==================== design 1
Fig. 1: design 1, power grid
The bar under the picture is 20 µm long. Pins as bars on the die edge. Tap cells in gray.
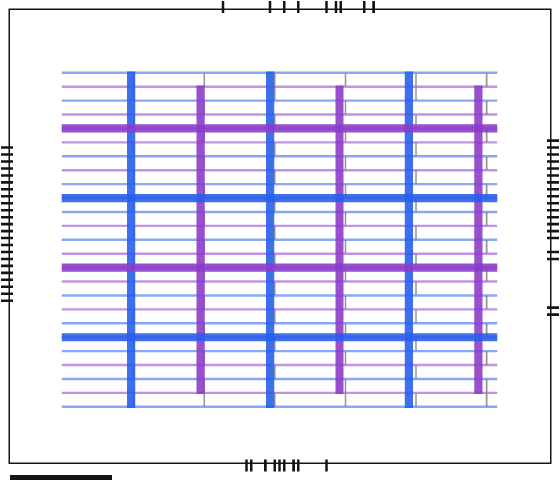
Fig. 2: design 1, placed cells, one color a class
The bar under the picture is 20 µm long.
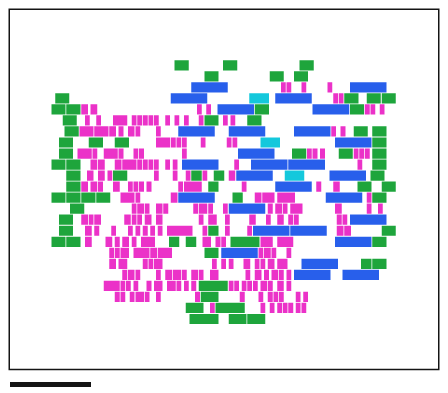
<file path="src/rtl/cost_table_arbiter_if.sv">
// Engine-side request/return bundle plus the shared cost-table port, seen by the arbiter as the slave.
// Engines hold req with W/J stable until granted; returns are one-cycle rvalid pulses on a shared rdata.
interface cost_table_arbiter_if #(
  parameter int NREQ = 4
);
  logic [NREQ-1:0]   req;
  logic [3*NREQ-1:0] req_w;
  logic [3*NREQ-1:0] req_j;
  logic [NREQ-1:0]   gnt;
  logic [NREQ-1:0]   rvalid;
  logic [6:0]        rdata;
  logic [2:0]        W;
  logic [2:0]        J;
  logic              TEN;
  logic [6:0]        Cost;
  logic              busy;

  modport master (
    output req, req_w, req_j, Cost,
    input  gnt, rvalid, rdata, W, J, TEN, busy
  );

  modport slave (
    input  req, req_w, req_j, Cost,
    output gnt, rvalid, rdata, W, J, TEN, busy
  );
endinterface

</file>
<file path="src/rtl/cost_table_arbiter.sv">
// Round-robin, burst-bounded arbiter sharing one cost-table port; gnt is combinational, W/J/TEN one cycle later,
// rvalid/rdata LAT+1 cycles after the grant cycle; an engine is stalled simply by leaving its gnt low.
module cost_table_arbiter #(
  parameter int NREQ     = 4,
  parameter int LAT      = 1,
  parameter int MAXBURST = 8
) (
  input logic                 CLK,
  input logic                 RST_N,
  cost_table_arbiter_if.slave bus
);
  localparam int IW = (NREQ > 1) ? $clog2(NREQ) : 1;
  typedef logic [IW-1:0]   idx_t;
  typedef logic [NREQ-1:0] vec_t;

  idx_t       owner_q, owner_d;
  logic       owner_vld_q, owner_vld_d;
  logic [3:0] beats_q, beats_d;
  idx_t       rr_ptr_q, rr_ptr_d;
  logic [2:0] w_q, w_d;
  logic [2:0] j_q, j_d;
  logic       ten_q, ten_d;

  logic [LAT-1:0] pipe_vld_q;
  idx_t           pipe_tag_q [LAT];
  vec_t           rvalid_q;
  logic [6:0]     rdata_q;

  logic any_req;
  logic other_req;
  logic keep;
  idx_t sel;
  vec_t gnt;

  // The current owner is kept unless its burst is spent and someone else is waiting.
  always_comb begin
    int   idx;
    logic found;
    idx       = 0;
    found     = 1'b0;
    any_req   = |bus.req;
    other_req = |(bus.req & ~(vec_t'(1) << owner_q));
    keep      = owner_vld_q && bus.req[owner_q] &&
                ((beats_q < 4'(MAXBURST)) || !other_req);
    sel       = owner_q;
    if (!keep) begin
      sel = rr_ptr_q;
      for (int k = 0; k < NREQ; k++) begin
        idx = (int'(rr_ptr_q) + k) % NREQ;
        if (!found && bus.req[idx_t'(idx)]) begin
          sel   = idx_t'(idx);
          found = 1'b1;
        end
      end
    end
    gnt = any_req ? (vec_t'(1) << sel) : '0;
  end

  always_comb begin
    owner_d     = owner_q;
    owner_vld_d = owner_vld_q;
    beats_d     = beats_q;
    rr_ptr_d    = rr_ptr_q;
    w_d         = w_q;
    j_d         = j_q;
    ten_d       = 1'b0;
    if (any_req) begin
      owner_d     = sel;
      owner_vld_d = 1'b1;
      rr_ptr_d    = (sel == idx_t'(NREQ - 1)) ? '0 : sel + idx_t'(1);
      beats_d     = !keep ? 4'd1 :
                    (beats_q < 4'(MAXBURST)) ? beats_q + 4'd1 : beats_q;
      w_d         = bus.req_w[3*int'(sel) +: 3];
      j_d         = bus.req_j[3*int'(sel) +: 3];
      ten_d       = 1'b1;
    end else begin
      owner_vld_d = 1'b0;
      beats_d     = '0;
    end
  end

  always_ff @(posedge CLK or negedge RST_N) begin
    if (!RST_N) begin
      owner_q     <= '0;
      owner_vld_q <= 1'b0;
      beats_q     <= '0;
      rr_ptr_q    <= '0;
      w_q         <= '0;
      j_q         <= '0;
      ten_q       <= 1'b0;
    end else begin
      owner_q     <= owner_d;
      owner_vld_q <= owner_vld_d;
      beats_q     <= beats_d;
      rr_ptr_q    <= rr_ptr_d;
      w_q         <= w_d;
      j_q         <= j_d;
      ten_q       <= ten_d;
    end
  end

  // Tag pipe: the stage leaving at grant edge + LAT captures Cost for its requester.
  always_ff @(posedge CLK or negedge RST_N) begin
    if (!RST_N) begin
      pipe_vld_q <= '0;
      for (int s = 0; s < LAT; s++) pipe_tag_q[s] <= '0;
      rvalid_q   <= '0;
      rdata_q    <= '0;
    end else begin
      pipe_vld_q[0] <= any_req;
      pipe_tag_q[0] <= sel;
      for (int s = 1; s < LAT; s++) begin
        pipe_vld_q[s] <= pipe_vld_q[s-1];
        pipe_tag_q[s] <= pipe_tag_q[s-1];
      end
      rvalid_q <= pipe_vld_q[LAT-1] ? (vec_t'(1) << pipe_tag_q[LAT-1]) : '0;
      if (pipe_vld_q[LAT-1]) rdata_q <= bus.Cost;
    end
  end

  assign bus.gnt    = gnt;
  assign bus.W      = w_q;
  assign bus.J      = j_q;
  assign bus.TEN    = ten_q;
  assign bus.rvalid = rvalid_q;
  assign bus.rdata  = rdata_q;
  assign bus.busy   = owner_vld_q | (|pipe_vld_q);
endmodule

</file>
<file path="src/flat_wrapper.sv">
// flat-port wrapper written by rule: the top's interface ports become plain ports
module cost_table_arbiter_flat 
#(
  parameter int NREQ     = 4,
  parameter int LAT      = 1,
  parameter int MAXBURST = 8
)
  (CLK, RST_N, bus_req, bus_req_w, bus_req_j, bus_Cost, bus_gnt, bus_rvalid, bus_rdata, bus_W, bus_J, bus_TEN, bus_busy);
  cost_table_arbiter_if #(.NREQ(NREQ)) bus_i ();
  input logic CLK;
  input logic RST_N;
  input wire logic [$bits(bus_i.req)-1:0] bus_req;
  input wire logic [$bits(bus_i.req_w)-1:0] bus_req_w;
  input wire logic [$bits(bus_i.req_j)-1:0] bus_req_j;
  input wire logic [$bits(bus_i.Cost)-1:0] bus_Cost;
  output wire logic [$bits(bus_i.gnt)-1:0] bus_gnt;
  output wire logic [$bits(bus_i.rvalid)-1:0] bus_rvalid;
  output wire logic [$bits(bus_i.rdata)-1:0] bus_rdata;
  output wire logic [$bits(bus_i.W)-1:0] bus_W;
  output wire logic [$bits(bus_i.J)-1:0] bus_J;
  output wire logic [$bits(bus_i.TEN)-1:0] bus_TEN;
  output wire logic [$bits(bus_i.busy)-1:0] bus_busy;
  assign bus_i.req = bus_req;
  assign bus_i.req_w = bus_req_w;
  assign bus_i.req_j = bus_req_j;
  assign bus_i.Cost = bus_Cost;
  assign bus_gnt = bus_i.gnt;
  assign bus_rvalid = bus_i.rvalid;
  assign bus_rdata = bus_i.rdata;
  assign bus_W = bus_i.W;
  assign bus_J = bus_i.J;
  assign bus_TEN = bus_i.TEN;
  assign bus_busy = bus_i.busy;
  cost_table_arbiter #(.NREQ(NREQ), .LAT(LAT), .MAXBURST(MAXBURST)) u_core (.CLK(CLK), .RST_N(RST_N), .bus(bus_i));
endmodule
</file>
<file path="config.mk">
export PLATFORM = sky130hd
export DESIGN_NAME = cost_table_arbiter_flat
export DESIGN_NICKNAME = d
export VERILOG_FILES = /design/src/rtl/cost_table_arbiter_if.sv /design/src/rtl/cost_table_arbiter.sv /design/src/flat_wrapper.sv
export SDC_FILE = /design/constraint.sdc
export NUM_CORES = 1
export LEC_CHECK = 0
export ABC_AREA = 1
export CAP_MARGIN = 40
export CORE_ASPECT_RATIO = 0.8
export CORE_MARGIN = 10
export CORE_UTILIZATION = 32
export CTS_BUF_LIST = sky130_fd_sc_hd__clkbuf_4 sky130_fd_sc_hd__clkbuf_8
export DETAILED_ROUTE_END_ITERATION = 10
export PLACE_DENSITY = 0.66
export SETUP_SLACK_MARGIN = 0.1
export SKIP_CTS_REPAIR_TIMING = 1
export SKIP_LAST_GASP = 1
export SLEW_MARGIN = 25
export SYNTH_ARGS = -nofsm -noshare
export SYNTH_HDL_FRONTEND = slang
export SYNTH_SLANG_ARGS = --single-unit
</file>
<file path="constraint.sdc">
create_clock -name CLK -period 5.44 [get_ports CLK]
set_clock_uncertainty 0.15 [all_clocks]
set_input_delay 1.632 -clock CLK [delete_from_list [all_inputs] [get_ports CLK]]
set_output_delay 1.632 -clock CLK [all_outputs]
set_load 0.05 [all_outputs]
</file>
==> flow_summary.json <==
{
  "worst-path-buf-inv": 5,
  "grt_pass1_vias": 1830,
  "fin_total_pwr_w": 0.001944,
  "avgSynthCellArea_um2": 6.861,
  "synth-seq-cells": 28,
  "antenna_cells": 0,
  "worst_ep_required_time_ns": 3.66,
  "detail-route-antenna-nets": 0,
  "time_the_worst_path_needs_with_i_o_delays_and_setup_ns": 5.065,
  "route.detailed.vias_per_inst": 4.560,
  "run_status": "complete, no violations",
  "clock_sink_count": 28,
  "post-synth-top-count-cell": "sky130_fd_sc_hd__nand2_1",
  "arrival_time_reported_for_the_critical_path_endpoint_ns": 3.28,
  "dieWidth_um": 105.5,
  "netlist_instances": 273,
  "synth.top_cells.by_area": "sky130_fd_sc_hd__dfrtp_1, sky130_fd_sc_hd__nand2_1, sky130_fd_sc_hd__nand3_1",
  "power.density_cell_area_mw_per_mm2": 736.1,
  "cp-end-kind": "output pin",
  "main_logic_family_after_synthesis": "simple AND/OR/NAND/NOR gates",
  "fin_cells": 411,
  "grt_first_pass_wirelength_mm": 9.025,
  "io_buffers": 59,
  "clock_pin_slew_worst_setup_and_hold_paths_ns": 0.09,
  "fin_worst_hold_slack_ns": 0.3202,
  "yosys.area_share.xor_xnor_pct": 0.9352,
  "lay_top_count": "sky130_fd_sc_hd__nand2_1",
  "power.leakage_nw": 1.389,
  "core_utilization_at_floorplan_pct": 33.72,
  "post_route_cells_drive_above_1_share_pct": 13.81,
  "final_core_util_pct": 47.55,
  "maxCapViolCount": 0,
  "worstSetupEndpoint": "bus_gnt[3]",
  "synthMuxAreaShare_pct": 0
}
About Fig. 1:
legend:
  VDD:
    color: purple
  VSS:
    color: blue
met1 rails: 25
met4 straps: 6
signal pins: 60
rows: 24
met5 straps: 4

About Fig. 2:
legend:
  clock drivers:
    color: cyan
    cells: 3
    share_of_their_area: 1.6%
  sequential cells:
    color: blue
    cells: 28
    share_of_their_area: 28%
  combinational and other logic:
    color: magenta
    cells: 235
    share_of_their_area: 43%
  remaining buffers and delay cells:
    color: green
    cells: 67
    share_of_their_area: 28%

-- layout make-up --
cell class                 instances  share of cell area, %
clock buffer                       3                  1.563
inverter                          20                  2.842
multi-input combinational        215                  38.84
sequential                        28                  26.53
tap                               78                  3.695
timing repair buffer              67                  26.53
-- flip-flops by register name (all words and copies together) (netlist names) --
name,cells
u_core.owner_vld_q,1
u_core.rr_ptr_q,2
u_core.bus.rdata,7
u_core.bus.rvalid,4
u_core.bus.W,3
u_core.pipe_tag_q,2
u_core.owner_q,2
u_core.beats_q,4
u_core.bus.J,3
-- report_power, final --
group	switching (W)	internal (W)	total [W]
logic	0.000936	0.000542	0.00148
registers	0.0000684	0.000288	0.000356
clock network	0.0000600	0.0000496	0.000110
total	0.00106	0.000880	0.00194
-- routing by layer --
metal / share of wire [%] / global-route usage, %
met4: 0.50 / 2.577
met5: 0 / 0
met2: 42 / 17.60
met1: 48 / 15.39
met3: 9.4 / 4.212

==================== design 2
Fig. 3: design 2, power grid
The bar under the picture is 20 µm long. Pins as bars on the die edge. Tap cells in gray.
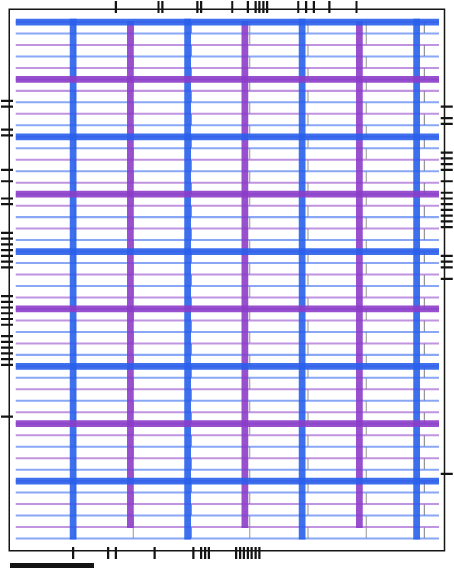
File: src/rtl/tpu_pkg.sv
// Shared definitions for the tpu host register file: address map, bit positions,
// bus handshake states and the configuration bundle driven to the tpu.
package tpu_pkg;

    localparam int ADDR_CTRL   = 0;
    localparam int ADDR_TXSLOT = 1;
    localparam int ADDR_RXSLOT = 2;
    localparam int ADDR_TIMVAL = 3;
    localparam int ADDR_STATUS = 4;
    localparam int ADDR_EVTCNT = 5;

    localparam int CTRL_MSK    = 0;
    localparam int CTRL_TX_EN  = 1;
    localparam int CTRL_RX_EN  = 2;
    localparam int CTRL_IMM    = 3;

    localparam int STAT_INTFLAG  = 0;
    localparam int STAT_PENDING  = 1;
    localparam int STAT_CONFLICT = 2;

    typedef enum logic [1:0] {IDLE, ACK, HOLD} bus_state_t;

    typedef struct packed {
        logic        msk;
        logic        tx_en;
        logic        rx_en;
        logic [7:0]  tx_slot;
        logic [7:0]  rx_slot;
        logic [15:0] timval;
    } tpu_cfg_t;

endpackage

File: src/rtl/tpu_bus_if.sv
// Request/ready handshake: one acknowledge per BUS_SEL assertion, with a capture
// strobe for read data and a write strobe on the acknowledge edge.
module tpu_bus_if
    import tpu_pkg::*;
(
    input  logic clk,
    input  logic rst_n,
    input  logic sel,
    input  logic wr,
    output logic ready,
    output logic cap_stb,
    output logic wr_stb
);

    bus_state_t state, state_nxt;

    always_ff @(posedge clk or negedge rst_n) begin
        if (!rst_n) state <= IDLE;
        else        state <= state_nxt;
    end

    // HOLD swallows a still-asserted select so an access is never repeated
    always_comb begin
        state_nxt = state;
        ready     = 1'b0;
        cap_stb   = 1'b0;
        wr_stb    = 1'b0;
        case (state)
            IDLE: if (sel) begin
                state_nxt = ACK;
                cap_stb   = 1'b1;
            end
            ACK: begin
                ready     = 1'b1;
                wr_stb    = wr;
                state_nxt = HOLD;
            end
            HOLD: if (!sel) state_nxt = IDLE;
            default: state_nxt = IDLE;
        endcase
    end

endmodule

File: src/rtl/tpu_regfile.sv
// Double-buffered tpu configuration registers with frame-aligned commit, sticky
// timer interrupt and saturating timer event counter.
module tpu_regfile
    import tpu_pkg::*;
#(
    parameter int ADDR_W = 4,
    parameter int DATA_W = 16
) (
    input  logic              SYS_CLK,
    input  logic              RSTTPU_N,
    input  logic              BUS_SEL,
    input  logic              BUS_WR,
    input  logic [ADDR_W-1:0] BUS_ADDR,
    input  logic [DATA_W-1:0] BUS_WDATA,
    output logic [DATA_W-1:0] BUS_RDATA,
    output logic              BUS_READY,
    input  logic              FRAME_SYNC,
    input  logic              TIMER_EVT,
    output logic              TIMERINTMSK,
    output logic              TXSLOT_EN,
    output logic              RXSLOT_EN,
    output logic [7:0]        TX_SLOT,
    output logic [7:0]        RX_SLOT,
    output logic [15:0]       TIMER_INT_VALUE,
    output logic              INTFLAG
);

    logic        cap_stb, wr_stb;
    tpu_cfg_t    stg, act;
    logic        stg_imm, pending, intflag, conflict, commit;
    logic [15:0] evtcnt, rd_word;
    logic        hit_ctrl, hit_tx, hit_rx, hit_tim, hit_stat, hit_cnt, wr_stg;

    tpu_bus_if u_bus_if (
        .clk     (SYS_CLK),
        .rst_n   (RSTTPU_N),
        .sel     (BUS_SEL),
        .wr      (BUS_WR),
        .ready   (BUS_READY),
        .cap_stb (cap_stb),
        .wr_stb  (wr_stb)
    );

    assign hit_ctrl = (BUS_ADDR == ADDR_W'(ADDR_CTRL));
    assign hit_tx   = (BUS_ADDR == ADDR_W'(ADDR_TXSLOT));
    assign hit_rx   = (BUS_ADDR == ADDR_W'(ADDR_RXSLOT));
    assign hit_tim  = (BUS_ADDR == ADDR_W'(ADDR_TIMVAL));
    assign hit_stat = (BUS_ADDR == ADDR_W'(ADDR_STATUS));
    assign hit_cnt  = (BUS_ADDR == ADDR_W'(ADDR_EVTCNT));
    assign wr_stg   = wr_stb & (hit_ctrl | hit_tx | hit_rx | hit_tim);

    // Commit copies pre-write staging; a coincident staging write keeps PENDING set
    assign commit   = pending & (FRAME_SYNC | stg_imm);
    assign conflict = act.tx_en & act.rx_en & (act.tx_slot == act.rx_slot);

    always_comb begin
        rd_word = '0;
        if (hit_ctrl) rd_word[3:0] = {stg_imm, stg.rx_en, stg.tx_en, stg.msk};
        if (hit_tx)   rd_word[7:0] = stg.tx_slot;
        if (hit_rx)   rd_word[7:0] = stg.rx_slot;
        if (hit_tim)  rd_word      = stg.timval;
        if (hit_stat) begin
            rd_word[STAT_INTFLAG]  = intflag;
            rd_word[STAT_PENDING]  = pending;
            rd_word[STAT_CONFLICT] = conflict;
        end
        if (hit_cnt)  rd_word      = evtcnt;
    end

    always_ff @(posedge SYS_CLK or negedge RSTTPU_N) begin
        if (!RSTTPU_N) begin
            stg       <= '0;
            stg_imm   <= 1'b0;
            act       <= '0;
            pending   <= 1'b0;
            BUS_RDATA <= '0;
        end else begin
            if (cap_stb) BUS_RDATA <= DATA_W'(rd_word);
            if (commit)  act <= stg;
            if (wr_stg)      pending <= 1'b1;
            else if (commit) pending <= 1'b0;
            if (wr_stb && hit_ctrl) begin
                stg.msk   <= BUS_WDATA[CTRL_MSK];
                stg.tx_en <= BUS_WDATA[CTRL_TX_EN];
                stg.rx_en <= BUS_WDATA[CTRL_RX_EN];
                stg_imm   <= BUS_WDATA[CTRL_IMM];
            end
            if (wr_stb && hit_tx)  stg.tx_slot <= BUS_WDATA[7:0];
            if (wr_stb && hit_rx)  stg.rx_slot <= BUS_WDATA[7:0];
            if (wr_stb && hit_tim) stg.timval  <= BUS_WDATA[15:0];
        end
    end

    // Interrupt set beats W1C; counter clear beats saturation but still counts a coincident event
    always_ff @(posedge SYS_CLK or negedge RSTTPU_N) begin
        if (!RSTTPU_N) begin
            intflag <= 1'b0;
            evtcnt  <= '0;
        end else begin
            if (TIMER_EVT && act.msk)                          intflag <= 1'b1;
            else if (wr_stb && hit_stat && BUS_WDATA[STAT_INTFLAG]) intflag <= 1'b0;
            if (wr_stb && hit_cnt)                 evtcnt <= {15'd0, TIMER_EVT};
            else if (TIMER_EVT && evtcnt != 16'hFFFF) evtcnt <= evtcnt + 16'd1;
        end
    end

    assign TIMERINTMSK     = act.msk;
    assign TXSLOT_EN       = act.tx_en;
    assign RXSLOT_EN       = act.rx_en & ~conflict;
    assign TX_SLOT         = act.tx_slot;
    assign RX_SLOT         = act.rx_slot;
    assign TIMER_INT_VALUE = act.timval;
    assign INTFLAG         = intflag;

endmodule

File: config.mk
export PLATFORM = sky130hd
export DESIGN_NAME = tpu_regfile
export DESIGN_NICKNAME = d
export VERILOG_FILES = /design/src/rtl/tpu_pkg.sv /design/src/rtl/tpu_bus_if.sv /design/src/rtl/tpu_regfile.sv
export SDC_FILE = /design/constraint.sdc
export NUM_CORES = 1
export LEC_CHECK = 0
export CAP_MARGIN = 0
export CORE_ASPECT_RATIO = 1.25
export CORE_MARGIN = 1
export CORE_UTILIZATION = 40
export CTS_BUF_LIST = sky130_fd_sc_hd__clkbuf_8
export DETAILED_ROUTE_END_ITERATION = 7
export GPL_TIMING_DRIVEN = 0
export SKIP_LAST_GASP = 1
export SYNTH_ARGS = -nofsm -noshare
export SYNTH_HDL_FRONTEND = slang
export SYNTH_SLANG_ARGS = --single-unit
File: constraint.sdc
create_clock -name SYS_CLK -period 5.33 [get_ports SYS_CLK]
set_clock_uncertainty 0.1 [all_clocks]
set_input_delay 1.066 -clock SYS_CLK [delete_from_list [all_inputs] [get_ports SYS_CLK]]
set_output_delay 1.066 -clock SYS_CLK [all_outputs]
set_load 0.02 [all_outputs]
==> flow_summary.json <==
{
  "routed-wl-met2_mm": 6.048,
  "fin_total_pwr_w": 0.002812,
  "p_switching_w": 0.0009623,
  "worst-path-buf-inv": 1,
  "final_core_util_pct": 51.14,
  "worst_r2r_startpoint": "u_bus_if.state[1]$_DFFE_PN0P_",
  "timing.slew.headroom_pct": 25.98,
  "aoi_share_pct": 9.561,
  "power.density_cell_area_mw_per_mm2": 447.9,
  "arrival_time_reported_for_the_critical_path_endpoint_ns": 2.31,
  "run_status": "complete, no violations",
  "crit_path_cell_trace": "xor2_1, nor4_1, nand3_1, and2_1, clkdlybuf4s50_1",
  "grt_first_pass_wirelength_mm": 19.40,
  "detail_route.drc_violations": 0,
  "fmaxAchievable_mhz": 287.4,
  "power_frac_seq_pct": 44.7,
  "post-synth-top-count-cell": "sky130_fd_sc_hd__dfrtp_1",
  "synth-seq-cells": 107,
  "hold_path_depth": 1,
  "netlist_instances": 428,
  "met3_usage_pct": 3.544
}
## Picture notes: Fig. 3
legend:
  VSS:
    color: blue
  VDD:
    color: purple
met5 straps: 9
met1 rails: 46
met4 straps: 7

-- worst max path at each step --
stage / cells past startpoint / from / slack (ns) / endpoint
2_1_floorplan: 5 / BUS_ADDR[3] / 2.80 / stg[10]$_DFFE_PN0P_
6_report: 5 / RX_SLOT[7]$_DFFE_PN0P_ / 1.85 / RXSLOT_EN
3_5_place_dp: 6 / BUS_ADDR[3] / 1.69 / stg[14]$_DFFE_PN0P_
3_3_place_gp: 1 / RSTTPU_N / -1.05 / TIMER_INT_VALUE[4]$_DFFE_PN0P_
4_1_cts: 5 / RX_SLOT[7]$_DFFE_PN0P_ / 1.81 / RXSLOT_EN
5_1_grt: 5 / RX_SLOT[7]$_DFFE_PN0P_ / 1.73 / RXSLOT_EN
-- layout make-up --
| class | count | area share, % |
|---|---|---|
| timing repair buffer | 77 | 12.52 |
| buffer | 53 | 5.222 |
| clock buffer | 10 | 2.193 |
| clock inverter | 6 | 1.136 |
| sequential | 107 | 42.66 |
| tap | 164 | 3.269 |
| inverter | 8 | 0.4784 |
| multi-input combinational | 260 | 32.53 |

==================== design 3
Fig. 4: design 3, power grid
The bar under the picture is 20 µm long. Pins as bars on the die edge. Tap cells in gray.
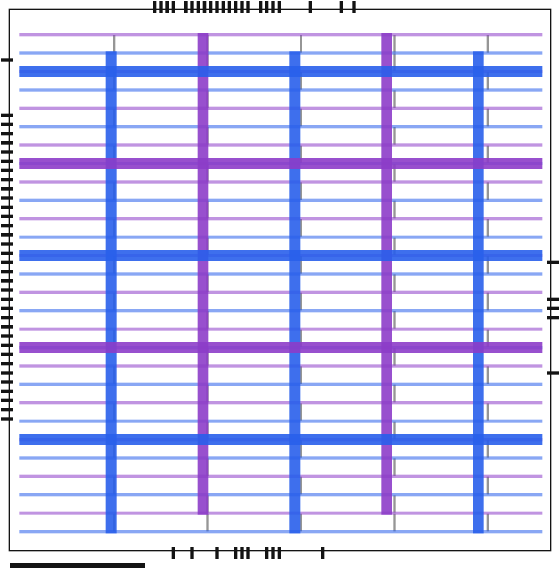
Fig. 5: design 3, placed cells, one color a class
The bar under the picture is 20 µm long.
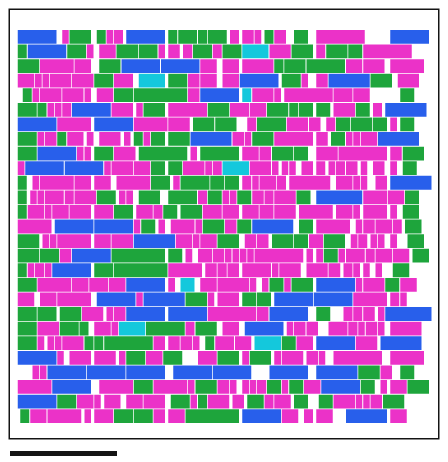
### src/rtl/ddr3_refresh_arbiter.sv
// ddr3_refresh_arbiter
// Command-slot scheduler between the user command port and the DDR3
// controller command input. It tracks owed AUTO REFRESH commands and slots
// them between user reads and writes. A refresh is issued when the user port
// is idle, or it is forced when the debt reaches its limit. After every
// refresh, all commands are held off for tRFC.
//
// Build option: DDR3_REF_POSTPONE_EN
//   defined   -> up to MAX_POSTPONE refreshes may be owed behind user traffic
//   undefined -> debt limit is 1, so every tick makes the refresh urgent
//
// Encoding of cmd_type: 01 read, 10 write, 11 refresh, 00 idle.

module ddr3_refresh_arbiter #(
    parameter int CLK_PERIOD   = 6,
    parameter int TREFI_NS     = 7800,
    parameter int TRFC_NS      = 160,
    parameter int MAX_POSTPONE = 8,
    parameter int ADDR_W       = 28
) (
    input  logic              clk,
    input  logic              reset,
    input  logic              init_done,
    input  logic              user_valid,
    output logic              user_ready,
    input  logic              user_write,
    input  logic [ADDR_W-1:0] user_addr,
    output logic              cmd_valid,
    input  logic              cmd_ready,
    output logic [1:0]        cmd_type,
    output logic [ADDR_W-1:0] cmd_addr,
    output logic [3:0]        ref_debt,
    output logic              ref_urgent,
    output logic              ref_overflow
);

    // Refresh timing expressed in UI clock cycles.
    localparam int TREFI_CYC = TREFI_NS / CLK_PERIOD;
    localparam int TRFC_CYC  = (TRFC_NS + CLK_PERIOD - 1) / CLK_PERIOD;

`ifdef DDR3_REF_POSTPONE_EN
    localparam int LIMIT = MAX_POSTPONE;
`else
    localparam int LIMIT = 1;
`endif

    localparam int         IW      = $clog2(TREFI_CYC + 1);
    localparam int         RW      = $clog2(TRFC_CYC + 1);
    localparam logic [3:0] LIMIT_V = 4'(LIMIT);

    localparam logic [1:0] CMD_IDLE  = 2'b00;
    localparam logic [1:0] CMD_READ  = 2'b01;
    localparam logic [1:0] CMD_WRITE = 2'b10;
    localparam logic [1:0] CMD_REF   = 2'b11;

    // Reject configurations that the 4-bit debt counter cannot represent.
    if (MAX_POSTPONE < 1 || MAX_POSTPONE > 15) begin : g_bad_max_postpone
        $error("MAX_POSTPONE must be in 1..15");
    end

    typedef enum logic [1:0] {
        ST_IDLE,
        ST_USER,
        ST_REF,
        ST_WAIT
    } state_t;

    state_t            state;
    state_t            state_nxt;
    logic [IW-1:0]     intv_cnt;
    logic [RW-1:0]     rfc_cnt;
    logic              cap_write;
    logic [ADDR_W-1:0] cap_addr;
    logic              tick;
    logic              ref_hs;
    logic              user_hs;

    assign tick       = init_done && (intv_cnt == IW'(TREFI_CYC - 1));
    assign ref_hs     = cmd_valid && cmd_ready && (cmd_type == CMD_REF);
    assign user_hs    = user_valid && user_ready;
    assign ref_urgent = (ref_debt == LIMIT_V);

    // The tREFI interval counter runs only once init is done, and it wraps with a one-cycle tick.
    // NOTE: state registers use non-blocking assignments. This way, every
    // always_ff block reads values from before the clock edge, whatever the
    // order in which the blocks are evaluated.
    always_ff @(posedge clk) begin
        if (reset || !init_done) begin
            intv_cnt <= '0;
        end else if (tick) begin
            intv_cnt <= '0;
        end else begin
            intv_cnt <= intv_cnt + 1'b1;
        end
    end

    // Refresh debt: a tick adds one and a refresh handshake removes one. A tick at the limit sets the sticky overflow flag.
    always_ff @(posedge clk) begin
        if (reset) begin
            ref_debt     <= '0;
            ref_overflow <= 1'b0;
        end else if (tick && !ref_hs) begin
            if (ref_debt == LIMIT_V) begin
                ref_overflow <= 1'b1;
            end else begin
                ref_debt <= ref_debt + 4'd1;
            end
        end else if (!tick && ref_hs) begin
            ref_debt <= ref_debt - 4'd1;
        end
    end

    // State register, captured user request and tRFC hold-off counter.
    always_ff @(posedge clk) begin
        if (reset) begin
            state     <= ST_IDLE;
            rfc_cnt   <= '0;
            cap_write <= 1'b0;
            cap_addr  <= '0;
        end else begin
            state <= state_nxt;
            if (user_hs) begin
                cap_write <= user_write;
                cap_addr  <= user_addr;
            end
            if (ref_hs) begin
                rfc_cnt <= RW'(TRFC_CYC - 1);
            end else if (state == ST_WAIT && rfc_cnt != '0) begin
                rfc_cnt <= rfc_cnt - 1'b1;
            end
        end
    end

    // Next-state logic and command outputs. In IDLE the priority is: urgent refresh, then user request, then opportunistic refresh.
    // NOTE: every output of this block gets a default first. This way, no path
    // leaves a signal unassigned, and no latch is inferred.
    always_comb begin
        state_nxt  = state;
        user_ready = 1'b0;
        cmd_valid  = 1'b0;
        cmd_type   = CMD_IDLE;
        cmd_addr   = '0;
        case (state)
            ST_IDLE: begin
                user_ready = init_done && !ref_urgent;
                if (init_done) begin
                    if (ref_urgent) begin
                        state_nxt = ST_REF;
                    end else if (user_valid) begin
                        state_nxt = ST_USER;
                    end else if (ref_debt != 4'd0) begin
                        state_nxt = ST_REF;
                    end
                end
            end
            ST_USER: begin
                cmd_valid = 1'b1;
                cmd_type  = cap_write ? CMD_WRITE : CMD_READ;
                cmd_addr  = cap_addr;
                if (cmd_ready) begin
                    state_nxt = ST_IDLE;
                end
            end
            ST_REF: begin
                cmd_valid = 1'b1;
                cmd_type  = CMD_REF;
                if (cmd_ready) begin
                    state_nxt = ST_WAIT;
                end
            end
            ST_WAIT: begin
                if (rfc_cnt == '0) begin
                    state_nxt = ST_IDLE;
                end
            end
            default: begin
                state_nxt = ST_IDLE;
            end
        endcase
    end

endmodule

### config.mk
export PLATFORM = sky130hd
export DESIGN_NAME = ddr3_refresh_arbiter
export DESIGN_NICKNAME = d
export VERILOG_FILES = /design/src/rtl/ddr3_refresh_arbiter.sv
export SDC_FILE = /design/constraint.sdc
export NUM_CORES = 1
export LEC_CHECK = 0
export ABC_AREA = 1
export CAP_MARGIN = 25
export CORE_MARGIN = 1
export CORE_UTILIZATION = 46
export CTS_BUF_LIST = sky130_fd_sc_hd__clkbuf_4 sky130_fd_sc_hd__clkbuf_8
export DETAILED_ROUTE_END_ITERATION = 8
export PLACE_DENSITY = 0.81
export SLEW_MARGIN = 10
export SYNTH_ARGS = -nofsm -noshare
export SYNTH_HDL_FRONTEND = slang
export SYNTH_SLANG_ARGS = --single-unit
### constraint.sdc
create_clock -name clk -period 1.39 [get_ports clk]
set_input_delay 0.278 -clock clk [delete_from_list [all_inputs] [get_ports clk]]
set_output_delay 0.278 -clock clk [all_outputs]
set_load 0.005 [all_outputs]
==> flow_summary.json <==
{
  "lay_top_count": "sky130_fd_sc_hd__nand2_1",
  "fin_crit_sh_pct": 130.6,
  "detail-route-antenna-nets": 0,
  "total_via_count_in_the_routed_design": 3645,
  "placed_cells_incl_taps": 565,
  "worst_ep_required_time_ns": 1.11,
  "min_setup_slack_post_route_ns": -0.4254,
  "clock_sink_count": 52,
  "num-clock-buffers": 6,
  "area_share_nonclk_buffers_pct": 27.80,
  "avgSynthCellArea_um2": 7.105,
  "tightest_slew_ns": 0.4761,
  "setup_violations": 85,
  "yosysChipArea_mm2": 0.002785,
  "gr-total-overflow": 0,
  "grt_use_met1_pct": 34.82,
  "max_stage_delay_ns": 0.37,
  "post_route_cells_drive_above_1_share_pct": 60.19,
  "worst_setup_path_start_kind": "register",
  "fin_worst_hold_slack_ns": 0.4909,
  "grt_usage_pct": 33.17,
  "largest-register": "cap_addr",
  "worstSetupPathType": "register to output pin",
  "io_buffers": 71,
  "die_area_mm2": 0.006370,
  "power.leakage_nw": 2.379,
  "setup_tns_ns": -17.21,
  "worst-path-buf-inv": 3,
  "synthTopCellsByCount": "sky130_fd_sc_hd__nand2_1, sky130_fd_sc_hd__inv_1, sky130_fd_sc_hd__dfxtp_1",
  "maximum_number_of_pins_on_one_net_before_global_route_repair": 21,
  "pre_cts_slack_ns": -0.4807,
  "reg_top3": "cap_addr (28), intv_cnt (11), rfc_cnt (5)",
  "run_status": "finished, violations left",
  "violations_in_the_final_reports": "setup timing",
  "area.sequential_mm2": 0.001062,
  "antenna_cells": 0,
  "maxCapViolCount": 0,
  "placed_area_mm2": 0.003909,
  "cts_tree": "yes",
  "synth-seq-cells": 52,
  "clock.latency.late_pin_ns": 0.33,
  "clock_tree_area_fraction_pct": 1.561,
  "layout.non_clock_buffers": 147,
  "max-clock-path-buffers": 2,
  "final.fill_count": 198,
  "yosysTopAreaCell": "sky130_fd_sc_hd__dfxtp_1"
}
Notes on Fig. 4 above:
legend:
  VSS:
    color: blue
  VDD:
    color: purple
tap cells: 72
signal pins: 72
met5 straps: 5
rows: 27

Notes on Fig. 5 above:
legend:
  remaining buffers and delay cells:
    color: green
    cells: 147
    share_of_their_area: 28%
  clock drivers and dummy loads:
    color: cyan
    cells: 7
    share_of_their_area: 1.6%
  sequential cells:
    color: blue
    cells: 52
    share_of_their_area: 21%
  combinational and other logic:
    color: magenta
    cells: 324
    share_of_their_area: 49%

[cells by family after synthesis]
logic type	synth area share, %
AND-OR/OR-AND	11.95
XOR/XNOR	1.887
AND/OR/NAND/NOR	32.61
adder cells (fa/ha/maj)	4.492
flip-flops	37.38
buffers and inverters	11.68
[final timing paths]
path / from / endpoint / depth (start not counted)
worst max-delay path: state[1]$_SDFFE_PP0P_ / cmd_type[1] / 5
worst min-delay path: cap_addr[5]$_SDFFE_PP0P_ / cap_addr[5]$_SDFFE_PP0P_ / 2
worst max register to register: ref_debt[1]$_SDFFE_PP0P_ / state[1]$_SDFFE_PP0P_ / 9
worst min register to register: cap_addr[5]$_SDFFE_PP0P_ / cap_addr[5]$_SDFFE_PP0P_ / 2
[repair_timing]
item,4_1_cts,5_1_grt
pin swaps,44,62
endpoints found under the setup margin,84,85
gates cloned,6,2
buffers inserted,18,10
gates resized,254,174
hold buffers,0,0
[layer usage]
metal | vias up | routed length (µm)
met3 | 110 | 1224
met2 | 284 | 6650
met5 | - | 0
met4 | 0 | 1214
li1 | 1516 | -
met1 | 1735 | 4864
[where the power goes]
part           switching (W)  internal, W
registers           0.000193      0.00166
logic                0.00183      0.00167
clock network       0.000538     0.000364
total                0.00256      0.00369

==================== design 4
[src/rtl/io_switch_led_ctrl.sv]
`default_nettype none
// ============================================================================
// Module      : io_switch_led_ctrl
// Description : Memory-mapped LED output register and debounced switch input
//               port. Board switches pass through a two-flop synchroniser and
//               a whole-vector debouncer. A sticky "switches changed" flag is
//               set when a new debounced value commits and is cleared when
//               the status address is read.
// Ports       : clk        - system clock, rising-edge active
//               rst        - synchronous reset, active high
//               LEDCtrl    - IO write strobe
//               SwitchCtrl - IO read strobe
//               addr       - 32-bit byte address, full compare
//               wdata      - IO write data, [LED_WIDTH-1:0] used
//               switch_in  - raw asynchronous board switches
//               led_out    - registered LED drive
//               io_rdata   - combinational IO read data
// Revision    : 1.0 - initial release
// ============================================================================
module io_switch_led_ctrl #(
  parameter int unsigned SW_WIDTH        = 16,
  parameter int unsigned LED_WIDTH       = 16,
  parameter int unsigned DEBOUNCE_CYCLES = 100000,
  parameter logic [31:0] LED_ADDR        = 32'hFFFF_FC60,
  parameter logic [31:0] SW_ADDR         = 32'hFFFF_FC70,
  parameter logic [31:0] STAT_ADDR       = 32'hFFFF_FC74
) (
  input  logic                 clk,
  input  logic                 rst,
  input  logic                 LEDCtrl,
  input  logic                 SwitchCtrl,
  input  logic [31:0]          addr,
  input  logic [31:0]          wdata,
  input  logic [SW_WIDTH-1:0]  switch_in,
  output logic [LED_WIDTH-1:0] led_out,
  output logic [15:0]          io_rdata
);

  localparam int unsigned         CNT_W     = $clog2(DEBOUNCE_CYCLES);
  localparam logic [CNT_W-1:0]    c_CNT_MAX = CNT_W'(DEBOUNCE_CYCLES - 1);

  logic [LED_WIDTH-1:0] r_led;
  logic [SW_WIDTH-1:0]  r_sync1;
  logic [SW_WIDTH-1:0]  r_sync2;
  logic [SW_WIDTH-1:0]  r_cand;
  logic [CNT_W-1:0]     r_cnt;
  logic [SW_WIDTH-1:0]  r_stable;
  logic                 r_changed;

  logic w_led_wr;
  logic w_sw_rd;
  logic w_stat_rd;
  logic w_cand_hit;
  logic w_commit;
  logic w_unused;

  assign w_led_wr  = LEDCtrl    && (addr == LED_ADDR);
  assign w_sw_rd   = SwitchCtrl && (addr == SW_ADDR);
  assign w_stat_rd = SwitchCtrl && (addr == STAT_ADDR);

  // The candidate has been seen unchanged for the full window.
  assign w_cand_hit = (r_sync2 == r_cand) && (r_cnt == c_CNT_MAX);
  assign w_commit   = w_cand_hit && (r_cand != r_stable);

  // Upper write-data bits are not used by this device.
  assign w_unused = &{1'b0, wdata[31:LED_WIDTH]};

  // LED register
  always_ff @(posedge clk) begin
    if (rst) begin
      r_led <= '0;
    end else if (w_led_wr) begin
      r_led <= wdata[LED_WIDTH-1:0];
    end
  end

  // Two-flop synchroniser for the asynchronous switches
  always_ff @(posedge clk) begin
    if (rst) begin
      r_sync1 <= '0;
      r_sync2 <= '0;
    end else begin
      r_sync1 <= switch_in;
      r_sync2 <= r_sync1;
    end
  end

  // Whole-vector debouncer: any bit change restarts the single counter,
  // which saturates at the window end instead of wrapping.
  always_ff @(posedge clk) begin
    if (rst) begin
      r_cand   <= '0;
      r_cnt    <= '0;
      r_stable <= '0;
    end else if (r_sync2 != r_cand) begin
      r_cand <= r_sync2;
      r_cnt  <= '0;
    end else if (r_cnt == c_CNT_MAX) begin
      if (w_commit) begin
        r_stable <= r_cand;
      end
    end else begin
      r_cnt <= r_cnt + 1'b1;
    end
  end

  // Sticky change flag: a commit on the same edge as a status read wins.
  always_ff @(posedge clk) begin
    if (rst) begin
      r_changed <= 1'b0;
    end else if (w_commit) begin
      r_changed <= 1'b1;
    end else if (w_stat_rd) begin
      r_changed <= 1'b0;
    end
  end

  // Read mux, no latency
  always_comb begin
    io_rdata = 16'h0000;
    if (w_sw_rd) begin
      io_rdata = 16'(r_stable);
    end else if (w_stat_rd) begin
      io_rdata = {15'b0, r_changed};
    end
  end

  assign led_out = r_led;

endmodule
`default_nettype wire

[config.mk]
export PLATFORM = sky130hd
export DESIGN_NAME = io_switch_led_ctrl
export DESIGN_NICKNAME = d
export VERILOG_FILES = /design/src/rtl/io_switch_led_ctrl.sv
export SDC_FILE = /design/constraint.sdc
export NUM_CORES = 1
export LEC_CHECK = 0
export CORE_AREA = 2 2 115 128
export DETAILED_ROUTE_END_ITERATION = 7
export DIE_AREA = 0 0 117 130
export PLACE_DENSITY = 0.6
export SLEW_MARGIN = 20
export SYNTH_ARGS = -nofsm -noshare
export SYNTH_HDL_FRONTEND = slang
export SYNTH_SLANG_ARGS = --single-unit
[constraint.sdc]
create_clock -name clk -period 3.3 [get_ports clk]
set_input_delay 0.99 -clock clk [delete_from_list [all_inputs] [get_ports clk]]
set_output_delay 0.99 -clock clk [all_outputs]
set_load 0.02 [all_outputs]
==> flow_summary.json <==
{
  "run_status": "finished, violations left",
  "drt_first_iter_violations": 155,
  "p_sw_share_pct": 23.39,
  "synth.top_cells.by_area": "sky130_fd_sc_hd__dfxtp_1, sky130_fd_sc_hd__xor2_1, sky130_fd_sc_hd__nor2b_1",
  "time_the_worst_path_needs_with_i_o_delays_and_setup_ns": 3.529,
  "cell_with_the_largest_stage_delay_on_the_worst_path": "sky130_fd_sc_hd__or4b_4",
  "max-clock-path-buffers": 2,
  "setup_violations": 16,
  "avgRoutedWirePerCell_um": 12.57,
  "min_setup_slack_post_route_ns": -0.2292,
  "detail_route.drc_violations": 0,
  "timing.slew.headroom_pct": 47.45,
  "largest-register": "r_cnt",
  "area_delta_synth_final_pct": 39.66,
  "worst-path-buf-inv": 4,
  "violations_in_the_final_reports": "setup timing",
  "max_stage_delay_ns": 0.54
}
[metrics by stage]
stage                     std cells  setup TNS [ns]  hold WS, ns  util, %  worst slack (ns)
final                           702          -2.621       0.4367    39.15           -0.2292
after global routing            702          -4.741       0.4543    39.15           -0.3649
after CTS                       702          -3.788       0.4371    39.02           -0.2897
after detailed placement        681          -15.55       0.4204    36.67            -1.014
after global placement          681          -15.28       0.4239    36.67           -0.9940
after floorplan                 402         -0.5228       0.4138        -          -0.05783
[path summary, 6_finish.rpt]
kind | end | slack (ns) | cells past startpoint
max reg2reg | r_stable[11]$_SDFFE_PP0P_ | 0.98 | 5
min reg2reg | r_sync2[10]$_SDFF_PP0_ | 0.44 | 1
max | io_rdata[11] | -0.23 | 9
min | r_sync2[10]$_SDFF_PP0_ | 0.44 | 1
[layout make-up]
| class | instances | area, µm² | area share [%] |
|---|---|---|---|
| clock buffers | 10 | 239.0 | 4.329 |
| clock inverters | 6 | 56.30 | 1.020 |
| inverters | 1 | 3.754 | 0.06800 |
| multi-input cells | 281 | 1924 | 34.86 |
| flip-flops and latches | 98 | 1962 | 35.54 |
| well taps | 192 | 240.2 | 4.352 |
| repair buffers | 114 | 1095 | 19.83 |
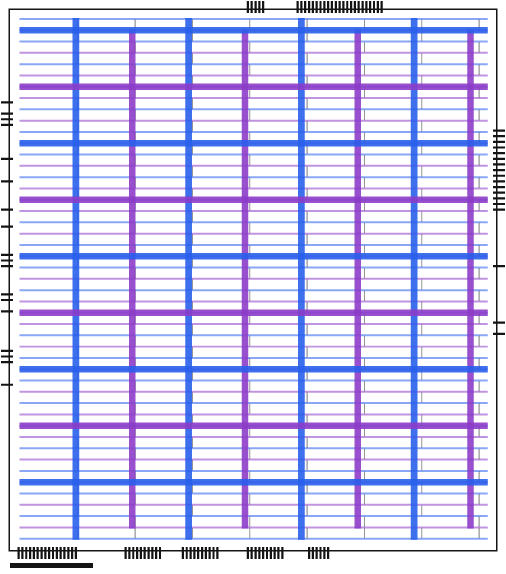
Fig. 6. Power grid (design 4).
The bar under the picture is 20 µm long. Pins as bars on the die edge. Tap cells in gray.
legend:
  VDD:
    color: purple
  VSS:
    color: blue
met1 rails: 47
met5 straps: 9



==> layout pictures side by side <==
Routing congestion map.
(a)
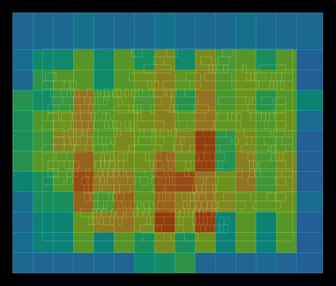
(b)
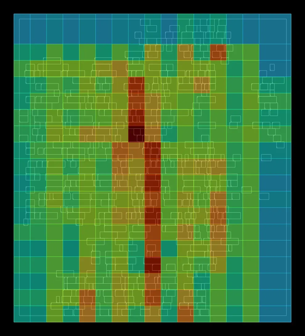
(c)
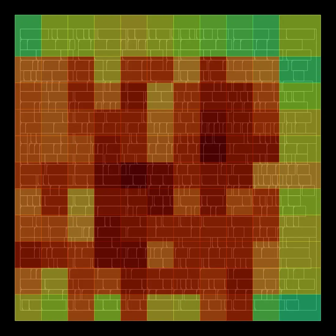
(d)
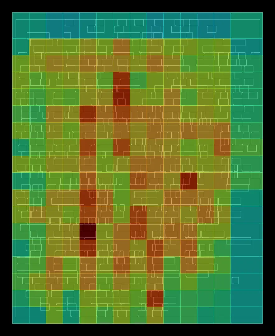
The one with the highest track usage is (c).
The one with the highest utilization is (c).
(b) is design 4.
(c) is design 3.
(d) is design 2.
(a) is design 1.


==> gallery <==
Routed metal, one color a layer.
Plate I
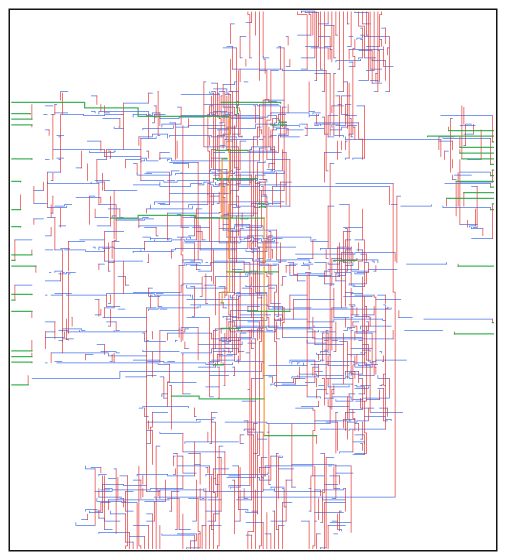
Plate II
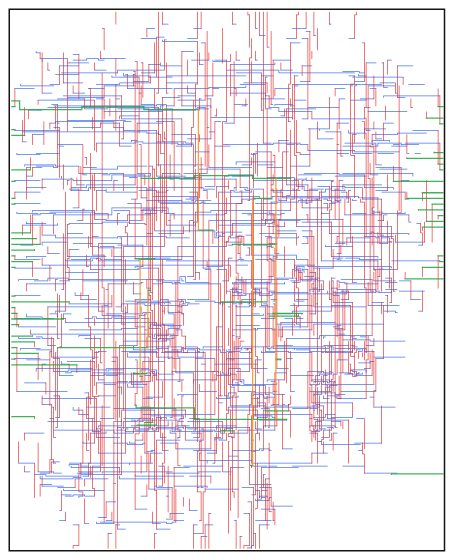
Plate III
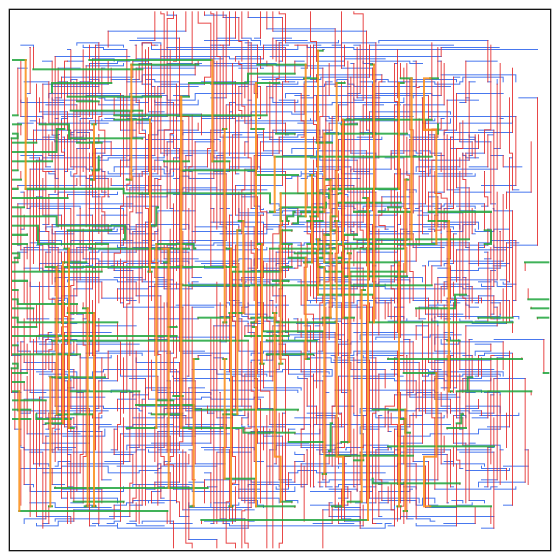
Plate IV
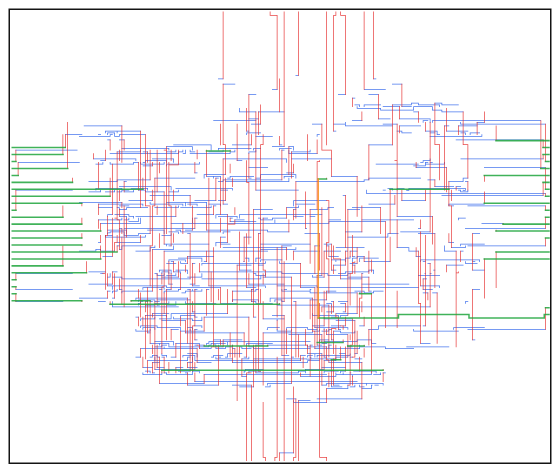
Of these, most wire: Plate III
Of these, least wire: Plate IV
For design 2, see Plate II.
For design 1, see Plate IV.
For design 3, see Plate III.
For design 4, see Plate I.

Key to Plate I:
legend:
  metal 2:
    color: red
    wire_length: 4580 µm
  metal 3:
    color: green
    wire_length: 375 µm
  metal 4:
    color: orange
    wire_length: 113 µm
  metal 1:
    color: blue
    wire_length: 3760 µm

Power and IR drop assume default switching activity.
